=== block 1 ===
<file path="config.mk">
export PLATFORM = sky130hd
export DESIGN_NAME = inst_buffer
export DESIGN_NICKNAME = d
export VERILOG_FILES = /design/src/rtl/sys_defs.sv /design/src/rtl/inst_buffer.sv
export SDC_FILE = /design/constraint.sdc
export NUM_CORES = 2
export LEC_CHECK = 0
export CORE_MARGIN = 1
export CORE_UTILIZATION = 35
export DETAILED_ROUTE_END_ITERATION = 16
export MAX_ROUTING_LAYER = met4
export PLACE_DENSITY = 0.6
export REMOVE_ABC_BUFFERS = 1
export SLEW_MARGIN = 15
export SYNTH_ARGS = -nofsm -noshare
export SYNTH_HDL_FRONTEND = slang
export SYNTH_SLANG_ARGS = --single-unit
</file>
<file path="constraint.sdc">
create_clock -name clk -period 3.93 [get_ports clk]
set_clock_uncertainty 0.15 [all_clocks]
set_input_delay 0.9825 -clock clk [delete_from_list [all_inputs] [get_ports clk]]
set_output_delay 0.9825 -clock clk [all_outputs]
set_load 0.01 [all_outputs]
</file>
<file path="src/rtl/sys_defs.sv">
// Shared definitions for the fetch/instruction-queue slice.
//   `XLEN      address / PC width (default 32)
//   `IB_DEPTH  instruction-buffer entry count (default 8)
//   IB_ENTRY   one queued instruction: PC, instruction word, BTB prediction
//   ack_count  converts a dispatch acknowledge vector into a dequeue count
`ifndef XLEN
`define XLEN 32
`endif
`ifndef IB_DEPTH
`define IB_DEPTH 8
`endif

package sys_defs;

    localparam int IB_XLEN  = `XLEN;
    localparam int IB_DEPTH = `IB_DEPTH;

    typedef struct packed {
        logic [`XLEN-1:0] pc;
        logic [31:0]      inst;
        logic             pred_taken;
        logic [`XLEN-1:0] pred_target;
    } IB_ENTRY;

    // Acks must be contiguous from slot 0; a lone ack[1] is treated as no ack.
    function automatic logic [1:0] ack_count(input logic [1:0] ack);
        logic [1:0] n;
        n = 2'd0;
        if (ack[0]) begin
            n = ack[1] ? 2'd2 : 2'd1;
        end
        return n;
    endfunction

endpackage

</file>
<file path="src/rtl/inst_buffer.sv">
// 2-wide instruction queue between fetch and decode/dispatch.
// Accepts up to two fetched instructions per cycle (dropping the slot after a
// predicted-taken slot 0), presents the two oldest entries in program order,
// and flushes completely on branch recovery.
// Ports:
//   clk, reset             clock (rising edge), asynchronous active-low reset
//   fetch_valid_i[1:0]     fetch slot valids (slot 1 only with slot 0)
//   fetch_pc_i, fetch_inst_i, predict_en_i, predict_addr_i   per-slot payload
//   fetch_ready_o          at least two free entries; enqueue only when high
//   branch_recover_i[1:0]  any bit set flushes the queue
//   out_valid_o[1:0]       head / head+1 valid
//   out_entry_o[1:0]       head / head+1 entries (zero when not valid)
//   dispatch_ack_i[1:0]    dispatch consumed head (and head+1)
//   count_o                occupied entries
`ifndef XLEN
`define XLEN 32
`endif
`ifndef IB_DEPTH
`define IB_DEPTH 8
`endif

module inst_buffer
    import sys_defs::*;
#(
    parameter int DEPTH = `IB_DEPTH,
    parameter int XLEN  = `XLEN
) (
    input  logic                          clk,
    input  logic                          reset,
    input  logic [1:0]                    fetch_valid_i,
    input  logic [1:0][XLEN-1:0]          fetch_pc_i,
    input  logic [1:0][31:0]              fetch_inst_i,
    input  logic [1:0]                    predict_en_i,
    input  logic [1:0][XLEN-1:0]          predict_addr_i,
    output logic                          fetch_ready_o,
    input  logic [1:0]                    branch_recover_i,
    output logic [1:0]                    out_valid_o,
    output IB_ENTRY [1:0]                 out_entry_o,
    input  logic [1:0]                    dispatch_ack_i,
    output logic [$clog2(DEPTH):0]        count_o
);

    localparam int PW = $clog2(DEPTH);
    localparam int CW = PW + 1;

    logic [PW-1:0] head_q, head_d;
    logic [PW-1:0] tail_q, tail_d;
    logic [CW-1:0] count_q, count_d;
    IB_ENTRY       mem_q [DEPTH];
    IB_ENTRY       mem_d [DEPTH];

    logic [1:0]    n_in;
    logic [1:0]    n_out_raw;
    logic [1:0]    n_out;
    logic          flush;
    logic [PW-1:0] head_p1;
    logic [PW-1:0] tail_p1;
    IB_ENTRY       slot0_entry;
    IB_ENTRY       slot1_entry;

    // Ready depends only on the registered count, so a same-cycle dequeue
    // never creates a combinational ack -> ready path.
    assign fetch_ready_o = (count_q <= CW'(DEPTH - 2));
    assign flush         = |branch_recover_i;
    assign head_p1       = head_q + PW'(1);
    assign tail_p1       = tail_q + PW'(1);

    always_comb begin
        slot0_entry.pc          = fetch_pc_i[0];
        slot0_entry.inst        = fetch_inst_i[0];
        slot0_entry.pred_taken  = predict_en_i[0];
        slot0_entry.pred_target = predict_addr_i[0];
        slot1_entry.pc          = fetch_pc_i[1];
        slot1_entry.inst        = fetch_inst_i[1];
        slot1_entry.pred_taken  = predict_en_i[1];
        slot1_entry.pred_target = predict_addr_i[1];
    end

    always_comb begin
        n_in = 2'd0;
        if (fetch_ready_o && fetch_valid_i[0]) begin
            // Slot 1 follows a predicted-taken slot 0 and is wrong-path.
            n_in = (fetch_valid_i[1] && !predict_en_i[0]) ? 2'd2 : 2'd1;
        end

        n_out_raw = ack_count(dispatch_ack_i);
        n_out     = n_out_raw;
        if (CW'(n_out_raw) > count_q) begin
            n_out = count_q[1:0];
        end
    end

    always_comb begin
        head_d  = head_q;
        tail_d  = tail_q;
        count_d = count_q;
        mem_d   = mem_q;
        if (flush) begin
            head_d  = '0;
            tail_d  = '0;
            count_d = '0;
        end else begin
            if (n_in != 2'd0) begin
                mem_d[tail_q] = slot0_entry;
            end
            if (n_in == 2'd2) begin
                mem_d[tail_p1] = slot1_entry;
            end
            tail_d  = tail_q + PW'(n_in);
            head_d  = head_q + PW'(n_out);
            count_d = count_q + CW'(n_in) - CW'(n_out);
        end
    end

    always_ff @(posedge clk or negedge reset) begin
        if (!reset) begin
            head_q  <= '0;
            tail_q  <= '0;
            count_q <= '0;
            for (int i = 0; i < DEPTH; i++) begin
                mem_q[i] <= '0;
            end
        end else begin
            head_q  <= head_d;
            tail_q  <= tail_d;
            count_q <= count_d;
            for (int i = 0; i < DEPTH; i++) begin
                mem_q[i] <= mem_d[i];
            end
        end
    end

    always_comb begin
        out_valid_o    = {count_q >= CW'(2), count_q >= CW'(1)};
        out_entry_o[0] = out_valid_o[0] ? mem_q[head_q]  : '0;
        out_entry_o[1] = out_valid_o[1] ? mem_q[head_p1] : '0;
        count_o        = count_q;
    end

    a_fetch_valid_legal : assert property (@(posedge clk) disable iff (!reset)
        fetch_valid_i != 2'b10);
    a_count_bound : assert property (@(posedge clk) disable iff (!reset)
        count_q <= CW'(DEPTH));
    a_ack0_valid : assert property (@(posedge clk) disable iff (!reset)
        dispatch_ack_i[0] |-> out_valid_o[0]);
    a_ack1_valid : assert property (@(posedge clk) disable iff (!reset)
        dispatch_ack_i[1] |-> out_valid_o[1]);

endmodule

</file>
=== block 2 ===
File: src/rtl/memory_writeback_if.sv
// Data-memory bus between the memory/writeback stage and the data memory.
//   master : stage side  - drives mem_req/mem_wr/mem_addr/mem_be/mem_wdata,
//                          receives mem_ack/mem_rdata
//   slave  : memory side - the reverse
interface memory_writeback_if;
  logic        mem_req;
  logic        mem_wr;
  logic [31:0] mem_addr;
  logic [3:0]  mem_be;
  logic [31:0] mem_wdata;
  logic        mem_ack;
  logic [31:0] mem_rdata;

  modport master (
    output mem_req, mem_wr, mem_addr, mem_be, mem_wdata,
    input  mem_ack, mem_rdata
  );

  modport slave (
    input  mem_req, mem_wr, mem_addr, mem_be, mem_wdata,
    output mem_ack, mem_rdata
  );
endinterface

File: src/rtl/memory_writeback.sv
// Combined memory-access / writeback stage of the shrv32 core.
// Accepts one instruction result at a time, performs a data-memory load or
// store over a req/ack handshake, aligns and extends load data, and drives
// the register-file write port for one cycle.
//
// Ports:
//   clk_i, rst_i          clock, asynchronous active-high reset
//   start_i               issue pulse, accepted only while busy_o is low
//   op_i                  00 ALU, 01 load, 10 store, 11 jump-link
//   funct3_i              access size/sign (undefined codes act as word)
//   rd_i                  destination register
//   alu_y_i               ALU result or effective address
//   pc_i                  instruction PC (jump-link writes pc_i + 4)
//   store_data_i          store data (rs2)
//   busy_o                instruction in flight
//   wb_o, a3_o, we_o      register-file write port
//   err_o                 misalign/timeout flag, sticky until next accepted start
//   mem                   data-memory bus (master side)
//
// Optional feature: define MEM_TIMEOUT_EN to abort an access after
// TIMEOUT_CYCLES cycles without mem_ack.
module memory_writeback #(
  parameter int unsigned TIMEOUT_CYCLES = 255
) (
  input  logic        clk_i,
  input  logic        rst_i,
  input  logic        start_i,
  input  logic [1:0]  op_i,
  input  logic [2:0]  funct3_i,
  input  logic [4:0]  rd_i,
  input  logic [31:0] alu_y_i,
  input  logic [31:0] pc_i,
  input  logic [31:0] store_data_i,
  output logic        busy_o,
  output logic [31:0] wb_o,
  output logic [4:0]  a3_o,
  output logic        we_o,
  output logic        err_o,
  memory_writeback_if.master mem
);

  typedef enum logic [1:0] {StIdle, StAccess, StWrite} state_e;

  localparam logic [1:0] SzByte = 2'd0;
  localparam logic [1:0] SzHalf = 2'd1;
  localparam logic [1:0] SzWord = 2'd2;

  localparam logic [1:0] OpAlu   = 2'b00;
  localparam logic [1:0] OpLoad  = 2'b01;
  localparam logic [1:0] OpStore = 2'b10;

  function automatic logic [1:0] size_of(input logic [2:0] f3);
    logic [1:0] sz;
    case (f3)
      3'b000, 3'b100: sz = SzByte;
      3'b001, 3'b101: sz = SzHalf;
      default:        sz = SzWord;
    endcase
    return sz;
  endfunction

  state_e state_q, state_d;

  logic        busy_q, busy_d;
  logic [31:0] wb_q, wb_d;
  logic [4:0]  a3_q, a3_d;
  logic        we_q, we_d;
  logic        err_q, err_d;
  logic        req_q, req_d;
  logic        wr_q, wr_d;
  logic [31:0] addr_q, addr_d;
  logic [3:0]  be_q, be_d;
  logic [31:0] wdata_q, wdata_d;
  logic [1:0]  alo_q, alo_d;     // byte offset of the access, for load lane select
  logic [2:0]  funct3_q, funct3_d;

  logic        accept;
  logic        is_mem;
  logic [1:0]  start_sz;
  logic        misalign;
  logic        timeout;
  logic [31:0] lane;
  logic [31:0] load_val;

  assign accept   = start_i && (state_q == StIdle);
  assign is_mem   = (op_i == OpLoad) || (op_i == OpStore);
  assign start_sz = size_of(funct3_i);
  assign misalign = ((start_sz == SzHalf) && alu_y_i[0]) ||
                    ((start_sz == SzWord) && (alu_y_i[1:0] != 2'b00));

  // Load alignment: shift the addressed lane down to bit 0, then extend.
  assign lane = mem.mem_rdata >> {alo_q, 3'b000};

  always_comb begin
    load_val = lane;
    case (size_of(funct3_q))
      SzByte:  load_val = {{24{~funct3_q[2] & lane[7]}}, lane[7:0]};
      SzHalf:  load_val = {{16{~funct3_q[2] & lane[15]}}, lane[15:0]};
      default: load_val = lane;
    endcase
  end

`ifdef MEM_TIMEOUT_EN
  localparam int unsigned CntRaw = $clog2(TIMEOUT_CYCLES + 1);
  localparam int unsigned CntW   = (CntRaw < 8) ? 8 : CntRaw;

  logic [CntW-1:0] cnt_q, cnt_d;

  // Counts ACCESS cycles without ack; cleared in every other state.
  assign cnt_d   = ((state_q == StAccess) && !mem.mem_ack) ? cnt_q + CntW'(1) : '0;
  assign timeout = (state_q == StAccess) && !mem.mem_ack &&
                   (cnt_q == CntW'(TIMEOUT_CYCLES - 1));

  always_ff @(posedge clk_i or posedge rst_i) begin
    if (rst_i) begin
      cnt_q <= '0;
    end else begin
      cnt_q <= cnt_d;
    end
  end
`else
  assign timeout = 1'b0;
`endif

  // State register
  always_ff @(posedge clk_i or posedge rst_i) begin
    if (rst_i) begin
      state_q <= StIdle;
    end else begin
      state_q <= state_d;
    end
  end

  // Next-state logic
  always_comb begin
    state_d = state_q;
    unique case (state_q)
      StIdle: begin
        if (accept) begin
          if (!is_mem)       state_d = StWrite;
          else if (misalign) state_d = StIdle;
          else               state_d = StAccess;
        end
      end
      StAccess: begin
        if (mem.mem_ack)  state_d = wr_q ? StIdle : StWrite;
        else if (timeout) state_d = StIdle;
      end
      StWrite: state_d = StIdle;
      default: state_d = StIdle;
    endcase
  end

  // Output logic: next values of the registered outputs
  always_comb begin
    busy_d   = busy_q;
    wb_d     = wb_q;
    a3_d     = a3_q;
    we_d     = 1'b0;
    err_d    = err_q;
    req_d    = req_q;
    wr_d     = wr_q;
    addr_d   = addr_q;
    be_d     = be_q;
    wdata_d  = wdata_q;
    alo_d    = alo_q;
    funct3_d = funct3_q;
    unique case (state_q)
      StIdle: begin
        if (accept) begin
          busy_d   = 1'b1;
          err_d    = 1'b0;
          a3_d     = rd_i;
          alo_d    = alu_y_i[1:0];
          funct3_d = funct3_i;
          if (!is_mem) begin
            wb_d = (op_i == OpAlu) ? alu_y_i : pc_i + 32'd4;
            we_d = (rd_i != 5'd0);
          end else if (misalign) begin
            err_d  = 1'b1;
            busy_d = 1'b0;
          end else begin
            req_d  = 1'b1;
            wr_d   = (op_i == OpStore);
            addr_d = {alu_y_i[31:2], 2'b00};
            case (start_sz)
              SzByte: begin
                be_d    = 4'b0001 << alu_y_i[1:0];
                wdata_d = {4{store_data_i[7:0]}};
              end
              SzHalf: begin
                be_d    = 4'b0011 << alu_y_i[1:0];
                wdata_d = {2{store_data_i[15:0]}};
              end
              default: begin
                be_d    = 4'b1111;
                wdata_d = store_data_i;
              end
            endcase
          end
        end
      end
      StAccess: begin
        if (mem.mem_ack) begin
          req_d = 1'b0;
          if (wr_q) begin
            busy_d = 1'b0;
          end else begin
            wb_d = load_val;
            we_d = (a3_q != 5'd0);
          end
        end else if (timeout) begin
          req_d  = 1'b0;
          err_d  = 1'b1;
          busy_d = 1'b0;
        end
      end
      StWrite: busy_d = 1'b0;
      default: busy_d = 1'b0;
    endcase
  end

  always_ff @(posedge clk_i or posedge rst_i) begin
    if (rst_i) begin
      busy_q   <= 1'b0;
      wb_q     <= '0;
      a3_q     <= '0;
      we_q     <= 1'b0;
      err_q    <= 1'b0;
      req_q    <= 1'b0;
      wr_q     <= 1'b0;
      addr_q   <= '0;
      be_q     <= '0;
      wdata_q  <= '0;
      alo_q    <= '0;
      funct3_q <= '0;
    end else begin
      busy_q   <= busy_d;
      wb_q     <= wb_d;
      a3_q     <= a3_d;
      we_q     <= we_d;
      err_q    <= err_d;
      req_q    <= req_d;
      wr_q     <= wr_d;
      addr_q   <= addr_d;
      be_q     <= be_d;
      wdata_q  <= wdata_d;
      alo_q    <= alo_d;
      funct3_q <= funct3_d;
    end
  end

  assign busy_o        = busy_q;
  assign wb_o          = wb_q;
  assign a3_o          = a3_q;
  assign we_o          = we_q;
  assign err_o         = err_q;
  assign mem.mem_req   = req_q;
  assign mem.mem_wr    = wr_q;
  assign mem.mem_addr  = addr_q;
  assign mem.mem_be    = be_q;
  assign mem.mem_wdata = wdata_q;

endmodule

File: src/flat_wrapper.sv
// flat-port wrapper written by rule: the top's interface ports become plain ports
module memory_writeback_flat 
#(
  parameter int unsigned TIMEOUT_CYCLES = 255
)
  (clk_i, rst_i, start_i, op_i, funct3_i, rd_i, alu_y_i, pc_i, store_data_i, busy_o, wb_o, a3_o, we_o, err_o, mem_mem_req, mem_mem_wr, mem_mem_addr, mem_mem_be, mem_mem_wdata, mem_mem_ack, mem_mem_rdata);
  memory_writeback_if mem_i ();
  input  logic clk_i;
  input  logic rst_i;
  input  logic start_i;
  input  logic [1:0] op_i;
  input  logic [2:0] funct3_i;
  input  logic [4:0] rd_i;
  input  logic [31:0] alu_y_i;
  input  logic [31:0] pc_i;
  input  logic [31:0] store_data_i;
  output logic busy_o;
  output logic [31:0] wb_o;
  output logic [4:0] a3_o;
  output logic we_o;
  output logic err_o;
  output wire logic [$bits(mem_i.mem_req)-1:0] mem_mem_req;
  output wire logic [$bits(mem_i.mem_wr)-1:0] mem_mem_wr;
  output wire logic [$bits(mem_i.mem_addr)-1:0] mem_mem_addr;
  output wire logic [$bits(mem_i.mem_be)-1:0] mem_mem_be;
  output wire logic [$bits(mem_i.mem_wdata)-1:0] mem_mem_wdata;
  input wire logic [$bits(mem_i.mem_ack)-1:0] mem_mem_ack;
  input wire logic [$bits(mem_i.mem_rdata)-1:0] mem_mem_rdata;
  assign mem_mem_req = mem_i.mem_req;
  assign mem_mem_wr = mem_i.mem_wr;
  assign mem_mem_addr = mem_i.mem_addr;
  assign mem_mem_be = mem_i.mem_be;
  assign mem_mem_wdata = mem_i.mem_wdata;
  assign mem_i.mem_ack = mem_mem_ack;
  assign mem_i.mem_rdata = mem_mem_rdata;
  memory_writeback #(.TIMEOUT_CYCLES(TIMEOUT_CYCLES)) u_core (.clk_i(clk_i), .rst_i(rst_i), .start_i(start_i), .op_i(op_i), .funct3_i(funct3_i), .rd_i(rd_i), .alu_y_i(alu_y_i), .pc_i(pc_i), .store_data_i(store_data_i), .busy_o(busy_o), .wb_o(wb_o), .a3_o(a3_o), .we_o(we_o), .err_o(err_o), .mem(mem_i));
endmodule
File: config.mk
export PLATFORM = sky130hd
export DESIGN_NAME = memory_writeback_flat
export DESIGN_NICKNAME = d
export VERILOG_FILES = /design/src/rtl/memory_writeback_if.sv /design/src/rtl/memory_writeback.sv /design/src/flat_wrapper.sv
export SDC_FILE = /design/constraint.sdc
export NUM_CORES = 1
export LEC_CHECK = 0
export CAP_MARGIN = 30
export CORE_MARGIN = 8
export CORE_UTILIZATION = 35
export DETAILED_ROUTE_END_ITERATION = 10
export DONT_BUFFER_PORTS = 1
export PLACE_DENSITY_LB_ADDON = 0.25
export SYNTH_ARGS = -nofsm -noshare
export SYNTH_HDL_FRONTEND = slang
export SYNTH_SLANG_ARGS = --single-unit
File: constraint.sdc
create_clock -name clk_i -period 4.9 [get_ports clk_i]
set_input_delay 0.735 -clock clk_i [delete_from_list [all_inputs] [get_ports clk_i]]
set_output_delay 0.735 -clock clk_i [all_outputs]
set_load 0.01 [all_outputs]
=== block 3 ===
[config.mk]
export PLATFORM = sky130hd
export DESIGN_NAME = freq_meter
export DESIGN_NICKNAME = d
export VERILOG_FILES = /design/src/rtl/freq_meter.sv
export SDC_FILE = /design/constraint.sdc
export NUM_CORES = 1
export LEC_CHECK = 0
export ABC_CLOCK_PERIOD_IN_PS = 3080
export CORE_ASPECT_RATIO = 1.75
export CORE_MARGIN = 8
export CORE_UTILIZATION = 50
export CTS_BUF_LIST = sky130_fd_sc_hd__clkbuf_2 sky130_fd_sc_hd__clkbuf_4 sky130_fd_sc_hd__clkbuf_8
export CTS_CLUSTER_DIAMETER = 80
export DETAILED_ROUTE_END_ITERATION = 10
export PLACE_DENSITY = 0.7
export SLEW_MARGIN = 20
export SYNTH_ARGS = -nofsm -noshare
export SYNTH_HDL_FRONTEND = slang
export SYNTH_SLANG_ARGS = --single-unit
export TNS_END_PERCENT = 5
[constraint.sdc]
create_clock -name i_clock -period 3.08 [get_ports i_clock]
set_input_delay 0.462 -clock i_clock [delete_from_list [all_inputs] [get_ports i_clock]]
set_output_delay 0.462 -clock i_clock [all_outputs]
set_load 0.1 [all_outputs]
[src/rtl/freq_meter.sv]
// freq_meter
// ----------
// Gated frequency meter. Counts rising edges of an asynchronous input over a
// fixed window of GATE_CYCLES reference clocks and publishes the result with
// a one-cycle valid strobe. It is used to read back PLL-derived toggle
// signals as a number.
//
// Parameters
//   GATE_CYCLES : window length in i_clock cycles (>= 2)
//   COUNT_W     : width of the edge counter and of o_count
//
// Ports
//   i_clock    : reference clock
//   i_reset_n  : asynchronous active-low reset
//   i_enable   : synchronous enable; low holds both counters at zero
//   i_sig      : asynchronous signal under measurement
//   o_count    : edge count of the last completed window (saturating)
//   o_valid    : one-cycle strobe marking a new o_count
//   o_overflow : the last completed window saturated

module freq_meter #(
  parameter int GATE_CYCLES = 12_000_000,
  parameter int COUNT_W     = 32
) (
  input  logic               i_clock,
  input  logic               i_reset_n,
  input  logic               i_enable,
  input  logic               i_sig,
  output logic [COUNT_W-1:0] o_count,
  output logic               o_valid,
  output logic               o_overflow
);

  localparam int G_W = (GATE_CYCLES > 1) ? $clog2(GATE_CYCLES) : 1;
  localparam logic [G_W-1:0]     G_LAST = G_W'(GATE_CYCLES - 1);
  localparam logic [COUNT_W-1:0] E_MAX  = '1;

  typedef enum logic [1:0] {
    IDLE  = 2'd0,
    COUNT = 2'd1,
    CLOSE = 2'd2
  } state_t;

  state_t             state;
  logic               s1;
  logic               s2;
  logic               s3;
  logic               rise;
  logic [G_W-1:0]     g;
  logic [G_W-1:0]     g_inc;
  logic [COUNT_W-1:0] e;
  logic [COUNT_W:0]   e_sum;
  logic               e_carry;
  logic               sat_hit;

  // Three-flop chain: s1 only feeds s2 so it can settle from metastability;
  // a rising edge is seen as s2 high while s3 is still low.
  always_ff @(posedge i_clock or negedge i_reset_n) begin
    if (!i_reset_n) begin
      s1 <= 1'b0;
      s2 <= 1'b0;
      s3 <= 1'b0;
    end else begin
      s1 <= i_sig;
      s2 <= s1;
      s3 <= s2;
    end
  end

  assign rise = s2 & ~s3;

  // One extra bit catches the case where the count would pass the maximum.
  assign e_sum   = {1'b0, e} + {{COUNT_W{1'b0}}, rise};
  assign e_carry = e_sum[COUNT_W];
  assign g_inc   = g + G_W'(1);

  // Window sequencer. CLOSE is entered exactly when g reaches its last value,
  // so the state register marks the terminal cycle without a wide compare in
  // the publish path. sat_hit remembers that the counter had to clip earlier
  // in the window, so overflow is reported even if no edge lands on the
  // terminal cycle itself.
  always_ff @(posedge i_clock or negedge i_reset_n) begin
    if (!i_reset_n) begin
      state      <= IDLE;
      g          <= '0;
      e          <= '0;
      sat_hit    <= 1'b0;
      o_count    <= '0;
      o_valid    <= 1'b0;
      o_overflow <= 1'b0;
    end else if (!i_enable) begin
      state   <= IDLE;
      g       <= '0;
      e       <= '0;
      sat_hit <= 1'b0;
      o_valid <= 1'b0;
    end else if (state == CLOSE) begin
      // An edge detected in the terminal cycle still belongs to this window.
      state      <= COUNT;
      g          <= '0;
      e          <= '0;
      sat_hit    <= 1'b0;
      o_valid    <= 1'b1;
      o_count    <= e_carry ? E_MAX : e_sum[COUNT_W-1:0];
      o_overflow <= sat_hit | e_carry;
    end else begin
      // IDLE with enable high behaves as window cycle g = 0.
      state   <= (g_inc == G_LAST) ? CLOSE : COUNT;
      g       <= g_inc;
      o_valid <= 1'b0;
      if (e_carry) begin
        sat_hit <= 1'b1;
      end else begin
        e <= e_sum[COUNT_W-1:0];
      end
    end
  end

endmodule

=== block 4 ===
===== src/rtl/alu_pkg.sv =====
// Shared types for the ALU command sequencer: opcodes, command word, FSM states.
package alu_pkg;

   localparam int unsigned OPW = 4;

   typedef enum logic [2:0] {
      ADD  = 3'b000,
      SUB  = 3'b001,
      AND  = 3'b010,
      OR   = 3'b011,
      XOR  = 3'b100,
      SHL  = 3'b101,
      SHR  = 3'b110,
      RSVD = 3'b111
   } opcode_e;

   typedef struct packed {
      opcode_e        opcode;
      logic [OPW-1:0] a;
      logic [OPW-1:0] b;
   } cmd_t;

   typedef enum logic [1:0] {
      IDLE  = 2'b00,
      ISSUE = 2'b01,
      HOLD  = 2'b10
   } state_e;

   function automatic logic is_reserved(input opcode_e op);
      return (op == RSVD);
   endfunction

endpackage


===== src/rtl/alu_cmd_sequencer_if.sv =====
// Command, ALU and result signals of the sequencer; slave is the sequencer's view.
interface alu_cmd_sequencer_if;
   import alu_pkg::*;

   logic           cmd_valid;
   logic           cmd_ready;
   logic [2:0]     cmd_opcode;
   logic [OPW-1:0] cmd_a;
   logic [OPW-1:0] cmd_b;
   logic [OPW-1:0] alu_operand_a;
   logic [OPW-1:0] alu_operand_b;
   logic [2:0]     alu_opcode;
   logic [OPW-1:0] alu_result;
   logic           res_valid;
   logic           res_ready;
   logic [OPW-1:0] res_data;
   logic           res_err;
   logic [7:0]     done_count;

   modport slave (
      input  cmd_valid, cmd_opcode, cmd_a, cmd_b, alu_result, res_ready,
      output cmd_ready, alu_operand_a, alu_operand_b, alu_opcode,
             res_valid, res_data, res_err, done_count
   );

   modport master (
      output cmd_valid, cmd_opcode, cmd_a, cmd_b, alu_result, res_ready,
      input  cmd_ready, alu_operand_a, alu_operand_b, alu_opcode,
             res_valid, res_data, res_err, done_count
   );

endinterface


===== src/rtl/alu_cmd_fifo.sv =====
// Command FIFO; DEPTH must be a power of two so the pointers wrap naturally.
module alu_cmd_fifo
   import alu_pkg::*;
#(
   parameter  int unsigned DEPTH = 4,
   localparam int unsigned AW    = $clog2(DEPTH)
) (
   input  logic        clk,
   input  logic        rst_n,
   input  logic        push_i,
   input  cmd_t        push_data_i,
   input  logic        pop_i,
   output cmd_t        head_o,
   output logic        full_o,
   output logic        empty_o,
   output logic [AW:0] count_o
);

   cmd_t          mem_q [DEPTH];
   logic [AW-1:0] wr_ptr_q, wr_ptr_d;
   logic [AW-1:0] rd_ptr_q, rd_ptr_d;
   logic [AW:0]   count_q, count_d;
   logic          push_s, pop_s;

   assign push_s  = push_i && !full_o;
   assign pop_s   = pop_i && !empty_o;
   assign full_o  = (count_q == (AW+1)'(DEPTH));
   assign empty_o = (count_q == '0);
   assign count_o = count_q;
   assign head_o  = mem_q[rd_ptr_q];

   // Next pointers and occupancy; a simultaneous push and pop leaves count unchanged.
   always_comb begin
      wr_ptr_d = wr_ptr_q;
      rd_ptr_d = rd_ptr_q;
      count_d  = count_q;
      if (push_s) begin
         wr_ptr_d = wr_ptr_q + AW'(1);
      end else begin
         wr_ptr_d = wr_ptr_q;
      end
      if (pop_s) begin
         rd_ptr_d = rd_ptr_q + AW'(1);
      end else begin
         rd_ptr_d = rd_ptr_q;
      end
      case ({push_s, pop_s})
         2'b10:   count_d = count_q + (AW+1)'(1);
         2'b01:   count_d = count_q - (AW+1)'(1);
         default: count_d = count_q;
      endcase
   end

   // Pointer and occupancy registers.
   always_ff @(posedge clk or negedge rst_n) begin
      if (!rst_n) begin
         wr_ptr_q <= '0;
         rd_ptr_q <= '0;
         count_q  <= '0;
      end else begin
         wr_ptr_q <= wr_ptr_d;
         rd_ptr_q <= rd_ptr_d;
         count_q  <= count_d;
      end
   end

   // Storage is only ever read behind a non-zero count, so it needs no reset.
   always_ff @(posedge clk) begin
      if (push_s) begin
         mem_q[wr_ptr_q] <= push_data_i;
      end
   end

endmodule


===== src/rtl/alu_cmd_sequencer.sv =====
// Queues ALU commands, issues each to an external combinational ALU for one cycle
// and holds the captured result until the consumer takes it.
module alu_cmd_sequencer
   import alu_pkg::*;
#(
   parameter int unsigned DEPTH = 4
) (
   input logic                clk,
   input logic                rst_n,
   alu_cmd_sequencer_if.slave bus
);

   localparam int unsigned CW = $clog2(DEPTH) + 1;

   state_e         state_q, state_d;
   logic [OPW-1:0] res_data_q, res_data_d;
   logic           res_err_q, res_err_d;
   logic [7:0]     done_count_q, done_count_d;

   cmd_t           push_data_s;
   cmd_t           head_s;
   logic           push_s, pop_s, full_s, empty_s;
   logic [CW-1:0]  count_s;
   logic [OPW-1:0] alu_a_s, alu_b_s;
   logic [2:0]     alu_op_s;

   assign push_data_s = '{opcode: opcode_e'(bus.cmd_opcode), a: bus.cmd_a, b: bus.cmd_b};
   assign push_s      = bus.cmd_valid && bus.cmd_ready;

   alu_cmd_fifo #(.DEPTH(DEPTH)) u_fifo (
      .clk         (clk),
      .rst_n       (rst_n),
      .push_i      (push_s),
      .push_data_i (push_data_s),
      .pop_i       (pop_s),
      .head_o      (head_s),
      .full_o      (full_s),
      .empty_o     (empty_s),
      .count_o     (count_s)
   );

   // Sequencing: ISSUE drives the ALU and captures its answer, HOLD waits for the consumer.
   always_comb begin
      state_d      = state_q;
      res_data_d   = res_data_q;
      res_err_d    = res_err_q;
      done_count_d = done_count_q;
      pop_s        = 1'b0;
      alu_a_s      = '0;
      alu_b_s      = '0;
      alu_op_s     = 3'b000;
      case (state_q)
         IDLE: begin
            if (!empty_s) begin
               state_d = ISSUE;
            end else begin
               state_d = IDLE;
            end
         end
         ISSUE: begin
            alu_a_s    = head_s.a;
            alu_b_s    = head_s.b;
            alu_op_s   = head_s.opcode;
            res_data_d = bus.alu_result;
            res_err_d  = is_reserved(head_s.opcode);
            pop_s      = 1'b1;
            state_d    = HOLD;
         end
         HOLD: begin
            if (bus.res_ready) begin
               done_count_d = done_count_q + 8'd1;
               // A command arriving on this same edge is enough to go straight back to ISSUE.
               if ((count_s != '0) || push_s) begin
                  state_d = ISSUE;
               end else begin
                  state_d = IDLE;
               end
            end else begin
               state_d = HOLD;
            end
         end
         default: begin
            state_d = IDLE;
         end
      endcase
   end

   // FSM, result and handshake counter registers.
   always_ff @(posedge clk or negedge rst_n) begin
      if (!rst_n) begin
         state_q      <= IDLE;
         res_data_q   <= '0;
         res_err_q    <= 1'b0;
         done_count_q <= 8'd0;
      end else begin
         state_q      <= state_d;
         res_data_q   <= res_data_d;
         res_err_q    <= res_err_d;
         done_count_q <= done_count_d;
      end
   end

   assign bus.cmd_ready     = !full_s;
   assign bus.alu_operand_a = alu_a_s;
   assign bus.alu_operand_b = alu_b_s;
   assign bus.alu_opcode    = alu_op_s;
   assign bus.res_valid     = (state_q == HOLD);
   assign bus.res_data      = res_data_q;
   assign bus.res_err       = res_err_q;
   assign bus.done_count    = done_count_q;

endmodule


===== src/flat_wrapper.sv =====
// flat-port wrapper written by rule: the top's interface ports become plain ports
module alu_cmd_sequencer_flat import alu_pkg::*;
#(
   parameter int unsigned DEPTH = 4
)
  (clk, rst_n, bus_cmd_valid, bus_cmd_opcode, bus_cmd_a, bus_cmd_b, bus_alu_result, bus_res_ready, bus_cmd_ready, bus_alu_operand_a, bus_alu_operand_b, bus_alu_opcode, bus_res_valid, bus_res_data, bus_res_err, bus_done_count);
  alu_cmd_sequencer_if bus_i ();
  input logic clk;
  input logic rst_n;
  input wire logic [$bits(bus_i.cmd_valid)-1:0] bus_cmd_valid;
  input wire logic [$bits(bus_i.cmd_opcode)-1:0] bus_cmd_opcode;
  input wire logic [$bits(bus_i.cmd_a)-1:0] bus_cmd_a;
  input wire logic [$bits(bus_i.cmd_b)-1:0] bus_cmd_b;
  input wire logic [$bits(bus_i.alu_result)-1:0] bus_alu_result;
  input wire logic [$bits(bus_i.res_ready)-1:0] bus_res_ready;
  output wire logic [$bits(bus_i.cmd_ready)-1:0] bus_cmd_ready;
  output wire logic [$bits(bus_i.alu_operand_a)-1:0] bus_alu_operand_a;
  output wire logic [$bits(bus_i.alu_operand_b)-1:0] bus_alu_operand_b;
  output wire logic [$bits(bus_i.alu_opcode)-1:0] bus_alu_opcode;
  output wire logic [$bits(bus_i.res_valid)-1:0] bus_res_valid;
  output wire logic [$bits(bus_i.res_data)-1:0] bus_res_data;
  output wire logic [$bits(bus_i.res_err)-1:0] bus_res_err;
  output wire logic [$bits(bus_i.done_count)-1:0] bus_done_count;
  assign bus_i.cmd_valid = bus_cmd_valid;
  assign bus_i.cmd_opcode = bus_cmd_opcode;
  assign bus_i.cmd_a = bus_cmd_a;
  assign bus_i.cmd_b = bus_cmd_b;
  assign bus_i.alu_result = bus_alu_result;
  assign bus_i.res_ready = bus_res_ready;
  assign bus_cmd_ready = bus_i.cmd_ready;
  assign bus_alu_operand_a = bus_i.alu_operand_a;
  assign bus_alu_operand_b = bus_i.alu_operand_b;
  assign bus_alu_opcode = bus_i.alu_opcode;
  assign bus_res_valid = bus_i.res_valid;
  assign bus_res_data = bus_i.res_data;
  assign bus_res_err = bus_i.res_err;
  assign bus_done_count = bus_i.done_count;
  alu_cmd_sequencer #(.DEPTH(DEPTH)) u_core (.clk(clk), .rst_n(rst_n), .bus(bus_i));
endmodule

===== config.mk =====
export PLATFORM = sky130hd
export DESIGN_NAME = alu_cmd_sequencer_flat
export DESIGN_NICKNAME = d
export VERILOG_FILES = /design/src/rtl/alu_pkg.sv /design/src/rtl/alu_cmd_sequencer_if.sv /design/src/rtl/alu_cmd_fifo.sv /design/src/rtl/alu_cmd_sequencer.sv /design/src/flat_wrapper.sv
export SDC_FILE = /design/constraint.sdc
export NUM_CORES = 1
export LEC_CHECK = 0
export CORE_UTILIZATION = 56
export DETAILED_ROUTE_END_ITERATION = 10
export PLACE_DENSITY = 0.83
export SKIP_CTS_REPAIR_TIMING = 1
export SLEW_MARGIN = 15
export SYNTH_ARGS = -nofsm -noshare
export SYNTH_HDL_FRONTEND = slang
export SYNTH_SLANG_ARGS = --single-unit

===== constraint.sdc =====
create_clock -name clk -period 3.6 [get_ports clk]
set_input_delay 0.36 -clock clk [delete_from_list [all_inputs] [get_ports clk]]
set_output_delay 0.36 -clock clk [all_outputs]
set_load 0.02 [all_outputs]

block_4/met1.png
Scale: 4 px per um.
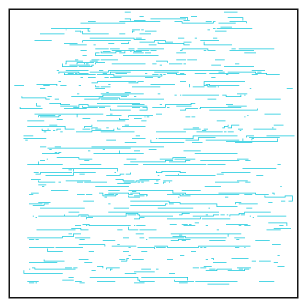
share of all routed wire: 43%
nets with wire on the layer: 216

==> results.cfg, block 4 <==
; physical design summary
[final_layout]
drive_gt1_share_pct = 18.31
antennaDiodeCount = 0
buffer_area_share_pct = 12.56
largest_reg_flops = 44

[global_route]
grt.met2_usage_pct = 35.43

[run_status]
status = finished, final reports clean

[synth]
async_flop_share_pct = 33.33
synth_cells = 157
synthAoiAreaFrac_pct = 1.056
yosysUniqueCellTypes = 35
fp_nets = 183
ys_seq_elements = 66
ys_chip_area_um2 = 2726
yosys.area.top_type = edfxtp_1
top_logic_kind = multiplexers
top_area_share_pct = 48.46

[place]
pre_cts_ws_ns = 0.9738
dp_hpwl_mm = 3.229

[pwr]
p_leak_nw = 1.329

[final_timing]
period_minus_slack_ns = 2.913
fmax_mhz = 343.3
fin_hold_ws_ns = 0.001643

[cts]
clock_latency_ns = 0.33
cts_root_buffer = clkbuf_8
cts_buffers = 9

[route]
wl_met2_mm = 2.599
wl_per_cell_um = 18.32
drt_first_iter_violations = 47
ant_nets = 0
viasPerCell = 5.562

[critical_path]
critPathSlowestCell = dfrtp_1
crit_path_start_kind = flip-flop
path_class = flip-flop to primary output

[floorplanning]
nWellTaps = 54
-- block 4: power by group --
| group | switching [mW] | internal, mW |
|---|---|---|
| combinational | 0.494 | 0.558 |
| clock | 0.278 | 0.530 |
| sequential | 0.178 | 1.03 |
| total | 0.950 | 2.12 |
-- block 4: final timing paths --
path | startpoint | end | slack [ns] | cells past startpoint
worst max-delay path | u_core.u_fifo.rd_ptr_q[0]$_DFFE_PN0P_ | bus_alu_opcode[0] | 0.69 | 3
worst max register to register | u_core.state_q[1]$_DFF_PN0_ | u_core.u_fifo.count_o[2]$_DFFE_PN0P_ | 1.10 | 8
min in group clk | u_core.bus.done_count[6]$_DFFE_PN0P_ | u_core.bus.done_count[6]$_DFFE_PN0P_ | 0.49 | 1
max in group asynchronous | rst_n | u_core.u_fifo.rd_ptr_q[0]$_DFFE_PN0P_ | 3.25 | 1
worst min-delay path | rst_n | u_core.bus.done_count[5]$_DFFE_PN0P_ | 0.002 | 1
worst min register to register | u_core.bus.done_count[6]$_DFFE_PN0P_ | u_core.bus.done_count[6]$_DFFE_PN0P_ | 0.49 | 1
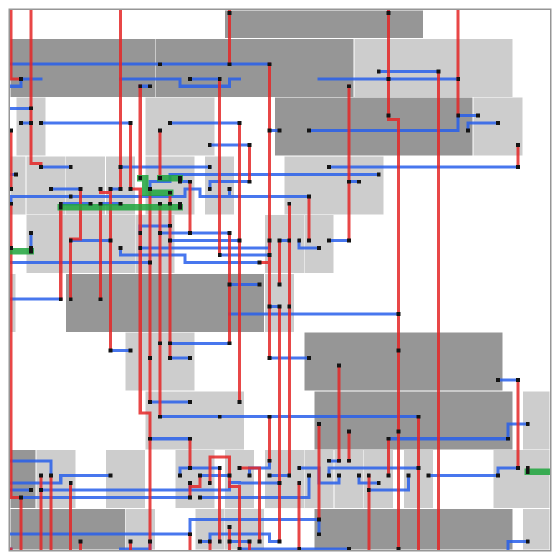
block_3/zoom.png
Region (54, 96) to (79, 121) um. Cells in grey, sequential cells in the stronger grey; small squares are vias.
legend:
  met1:
    colour: blue
  met2:
    colour: red
  met3:
    colour: green
sequential cells in the window: 8
netlist names of flops here include: `e` (4), `o_count` (2)
most frequent: nand2_1 (8), dfrtp_1 (8), nor2_1 (4)
cells with their middle in the window: 39

==> results.cfg, block 3 <==
; physical design summary
[final_layout]
nFillCells = 853
areaGrowthSynthToFinish_pct = 12.96
ff_latch_area_um2 = 2402
buffer_area_share_pct = 6.643
clk_share_pct = 4.146
layout.cells.non_filler = 649

[place]
pre_cts_ws_ns = 0.5758
portBuffers = 37
place_congestion = 0.9555
dp_hpwl_mm = 7.318

[floorplanning]
core_um2 = 9291
dieHeight_um = 144.3
fp.dieW_um = 89.31
io_pins = 38
rows = 47

[route]
wl_per_cell_um = 15.52
routed_wl_mm = 10.08
met1Wirelength_mm = 3.833

[pwr]
p_leak_nw = 2.402
combPwrFrac_pct = 10.1
p_per_area_nw_per_um2 = 461.1
clkPwrFrac_pct = 36.7
switching_share_pct = 26.19

[final_timing]
rsz0062_at_grt = false
finalHoldViolations = 0
timing.final.max_slew_violations = 0

[critical_path]
cp_cell_sequence = nor2b_1 > ha_1 > ha_1 > nand3_1 > nor2_2 > buf_4 > nand3_2 > or4b_1 > o21ai_2 > o21ai_1
path_common_cell = ha_1
worst-path-buf-inv = 1

[min_path]
hp-class = input port to asynchronous set/reset pin

[synth]
ys_seq_share_pct = 51.09
fp_nets = 499
ys.flop_type = dfrtp_1
yosysUniqueCellTypes = 58
netlist_area_um2 = 4702
syn_area_per_cell_um2 = 9.576

[cts]
clk_path_buf_depth = 2
cts_resized = 0

[run_status]
status = finished, final reports clean

[global_route]
grt.busiest_layer = met2
grt_pass1_vias = 3650

[flow_run]
maxCapViolations = 0
==> block 3: kinds of logic (layout without fill, tap and decap cells) <==
group	Yosys count	in the layout	share of synthesized area [%]
AND-OR/OR-AND	69	69	10.32
XOR/XNOR	41	41	7.637
adder cells (fa/ha/maj)	4	4	1.064
buffers and inverters	37	73	3.645
flip-flops	96	96	51.09
multiplexers	6	6	1.304
AND/OR/NAND/NOR	238	238	24.93
==> block 3: worst max path at each step <==
stage / from / endpoint / slack [ns] / depth (start not counted)
floorplan: s3$_DFF_PN0_ / o_count[18]$_DFFE_PN0P_ / 0.91 / 10
global placement: s2$_DFF_PN0_ / o_count[30]$_DFFE_PN0P_ / 0.66 / 10
detailed placement: s2$_DFF_PN0_ / o_count[30]$_DFFE_PN0P_ / 0.58 / 10
CTS: s2$_DFF_PN0_ / o_count[30]$_DFFE_PN0P_ / 0.55 / 10
global route: g[0]$_DFF_PN0_ / state[0]$_DFF_PN0_ / 0.37 / 7
finish: s2$_DFF_PN0_ / o_count[30]$_DFFE_PN0P_ / 0.57 / 10
==> block 3: state kept, by name, summed over array words and instances, names as in the netlist <==
name	cells
s3	1
o_overflow	1
e	32
o_count	32
s1	1
sat_hit	1
o_valid	1
s2	1
state	2
g	24
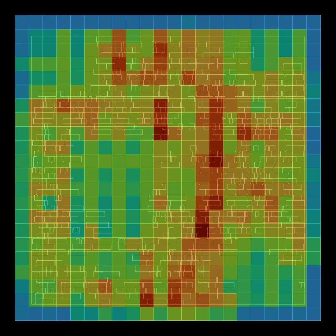
block_2/final_congestion.png
GR peak layer: met2
met2 Track Usage GR: 30.36%
routed length per placed instance: 25.38 um

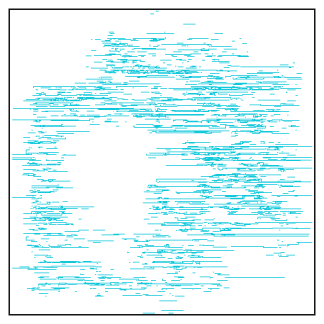
block_2/met1.png
Scale: 2 px per um.
nets with wire on the layer: 705
wire length on this layer: 7870 um
share of all routed wire: 36%
met1 usage in global routing: 18.81%
WL final: 21.72 mm
Vias: 4937

==> results.cfg, block 2 <==
; physical design summary
[cts]
clk_path_buf_depth = 2
htreeDepth = 4

[min_path]
hp-class = input port to asynchronous set/reset pin

[global_route]
use_met3_pct = 11.20

[critical_path]
worstSetupEndpointType = flip-flop
critPathArrivalTime_ns = 3.14
path_class = input port to flip-flop
crit_path_start_kind = input port
worst-path-buf-inv = 1
r2r_slack_ns = 2.09

[route]
met1Wirelength_mm = 7.867
viasPerCell = 5.768

[place]
place_congestion = 0.8668
pre_cts_ws_ns = 1.631

[synth]
synth_cells = 629
ys_top_cells_by_count = dfrtp_1 (115), mux2_2 (62), nand2_1 (60), o21ai_0 (55), mux2i_1 (40)
yosysUniqueCellTypes = 60
synthSimpleGateAreaFrac_pct = 13.82

[final_layout]
clk_share_pct = 8.399
num-multi-input-gates = 466
buffers = 6
antennaDiodeCount = 1
nFillCells = 1752
buffer_area_share_pct = 1.222
num-nonclk-inverters = 7

[flow_run]
warnings = 27

[pwr]
switching_share_pct = 34.87
peakVddDrop_mv = 0.2290
report.power.total_mw = 3.827
comb_power_mw = 0.747
p_seq_mw = 1.79

[run_status]
status = finished, final reports clean

[floorplanning]
rows = 49

[final_timing]
max_slew_margin_pct = 33.16
==> block 2: metrics by stage <==
| step | hold WS [ns] | area [um^2] | utilization [%] | instances |
|---|---|---|---|---|
| final | 0.2062 | 7269 | 40.19 | 856 |
| after global routing | 0.2358 | 7269 | 40.19 | 856 |
| after CTS | 0.4190 | 7212 | 39.88 | 853 |
| after detailed placement | 0.5519 | 6601 | 36.50 | 821 |
| after global placement | 0.5426 | 6590 | 36.44 | 820 |
| after floorplan | 0.4959 | 6479 | - | 630 |
==> block 2: cells in the final DEF (no fill, tap or decap), drive strengths merged, types with 3 or more instances in the layout <==
cell / instances
a211oi: 24
o211ai: 11
mux2: 64
a2bb2oi: 6
a21oi: 37
or2: 4
nor4: 5
xnor2: 9
clkinv: 7
o31ai: 4
and4: 3
nor2: 22
mux2i: 40
nor3: 12
and3: 6
nand3: 12
clkbuf: 17
nor2b: 13
a21o: 3
clkinvlp: 5
nand4: 9
dfrtp: 115
xor2: 15
o22ai: 13
bufinv: 3
or4: 3
nand2b: 4
nand2: 60
o21ai: 55
buf: 6
ha: 3
inv: 7
and2: 6
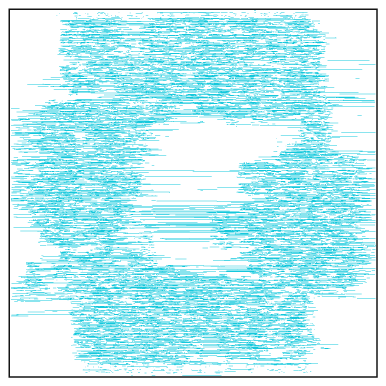
block_1/met1.png
Scale: 1 px per um.
nets with wire on the layer: 4383
share of all routed wire: 39%
main direction: horizontal
wire length on this layer: 80.4 mm
longest straight run: 95.2 um
WL final: 207.5 mm
Vias: 43.28k
met1 usage in global routing: 40.66%

==> results.cfg, block 1 <==
; physical design summary
[cts]
clock_latency_ns = 0.69
cts_setup_buffers = 70
cts_buffers = 95
cts_root_buffer = clkbuf_16
clock-sinks = 786
cts_resized = 331

[place]
dpl_cell_area_um2 = 53340
place_congestion = 0.8380
placedCellCount = 6050
pre_cts_ws_ns = -0.1415

[pwr]
cell_internal_pwr_mw = 21.81
report.power.total_mw = 33.94
peakVddDrop_mv = 0.5037
clkPwrFrac_pct = 27.6
p_per_area_nw_per_um2 = 563.0

[route]
met1Wirelength_mm = 80.35
drt_first_iter_violations = 5626
ant_nets = 0
met3_length_mm = 26.92
wl_met2_mm = 91.37

[global_route]
antenna_found_initial = 5
grt_max_degree = 129
use_met3_pct = 8.257
grt.overflow.total = 0
grt_usage_pct = 30.35

[flow_run]
maxCapViolations = 0

[critical_path]
worst-path-buf-inv = 6
r2r_slack_ns = 0.63
crit_fanout = 7
critPathMaxStageDelay_ns = 0.52
rr_endpoint = mem_q[163]$_DFFE_PN0P_

[final_layout]
comb_share_pct = 42.80
layout_top_cell = dfrtp_1
areaGrowthSynthToFinish_pct = 29.75
num-multi-input-gates = 2906
buffer_area_share_pct = 15.43
sh_seq_area_pct = 32.65

[final_timing]
max_slew_margin_pct = 20.44
worst_pin_slew_ns = 1.193
fmax_mhz = 240.7
setup_violations = 135
timing.final.max_slew_violations = 0
timing.final.crit_share_pct = 105.7
setup_ws_ns = -0.2245
period_minus_slack_ns = 4.155
setup_tns_ns = -13.03

[synth]
ys_chip_area_um2 = 46460
yosysUniqueCellTypes = 46

[run_status]
violations = negative setup slack
status = finished, violations left

[floorplanning]
io_pins = 403
[block 1: Yosys cell counts, drive strengths merged (2+ instances only)]
cell type and instances:
o211ai 133, nand2b 3, ha 13, nor2 713
xnor2 6, dfrtp 786, inv 12, a211o 5
buf 214, nand2 307, and3 6, nor3 50
nor3b 2, or2 3, xor2 2, nor2b 5
o21ai 140, a22o 4, fa 4, and2 110
clkbuf 324, nand3 139, mux2i 98, or3 10
a31oi 8, a21oi 104, a221o 628, o31ai 4
a21o 6, nand4 9, o32ai 2, mux4 388
[block 1: state kept, by name, indices dropped and copies added (netlist names)]
signal,cells
mem_q,776
head_q,3
tail_q,3
count_o,4
[block 1: power by group through the flow]
stage               Sequential, mW  Clock (mW)  Combinational (mW)
floorplan                     10.6           0                6.85
global placement              10.7           0                12.0
detailed placement            10.8           0                12.1
CTS                           10.7        9.43                12.6
global route                  10.9        9.75                14.5
finish                        10.8        9.36                13.8
[block 1: cells by family after synthesis]
group,Yosys count,share of synthesized area [%]
simple gates,1358,12.38
flops,786,42.33
mux,486,20.92
fa+ha+maj,17,0.5224
compound gates,1037,18.84
xor+xnor,8,0.2074
buf+inv,550,4.793


==> gallery <==
Congestion heat map.
Plate I
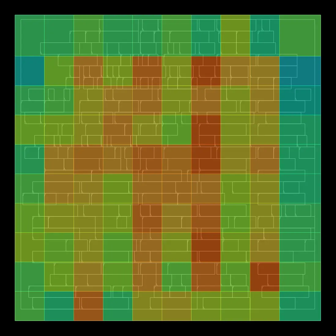
Plate II
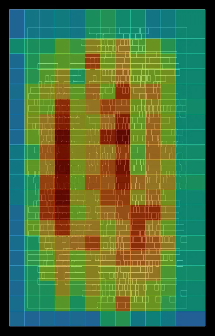
Plate III
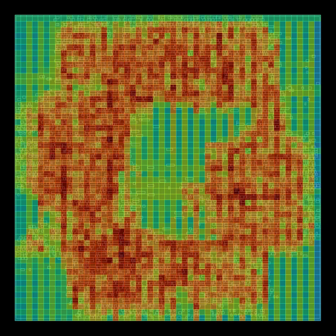
Plate II is block 3.
Plate III is block 1.
Plate I is block 4.
The one with the highest utilization is Plate I.
The one with the lowest utilization is Plate III.


==> notes/layouts.md <==
Pictures saved along the way, in no particular order.

Logic cells by family.
picture 1
Scale: 4 px per um.
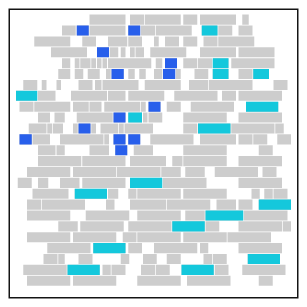
picture 2
Scale: 2 px per um.
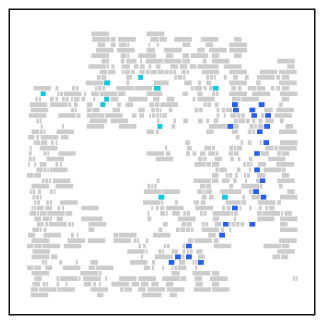
picture 3
Scale: 2 px per um.
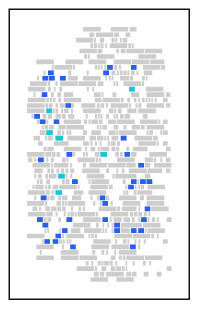
The one with the largest die is picture 2.
- picture 2 = block 2
- picture 3 = block 3
- picture 1 = block 4

Power and IR drop assume default switching activity.
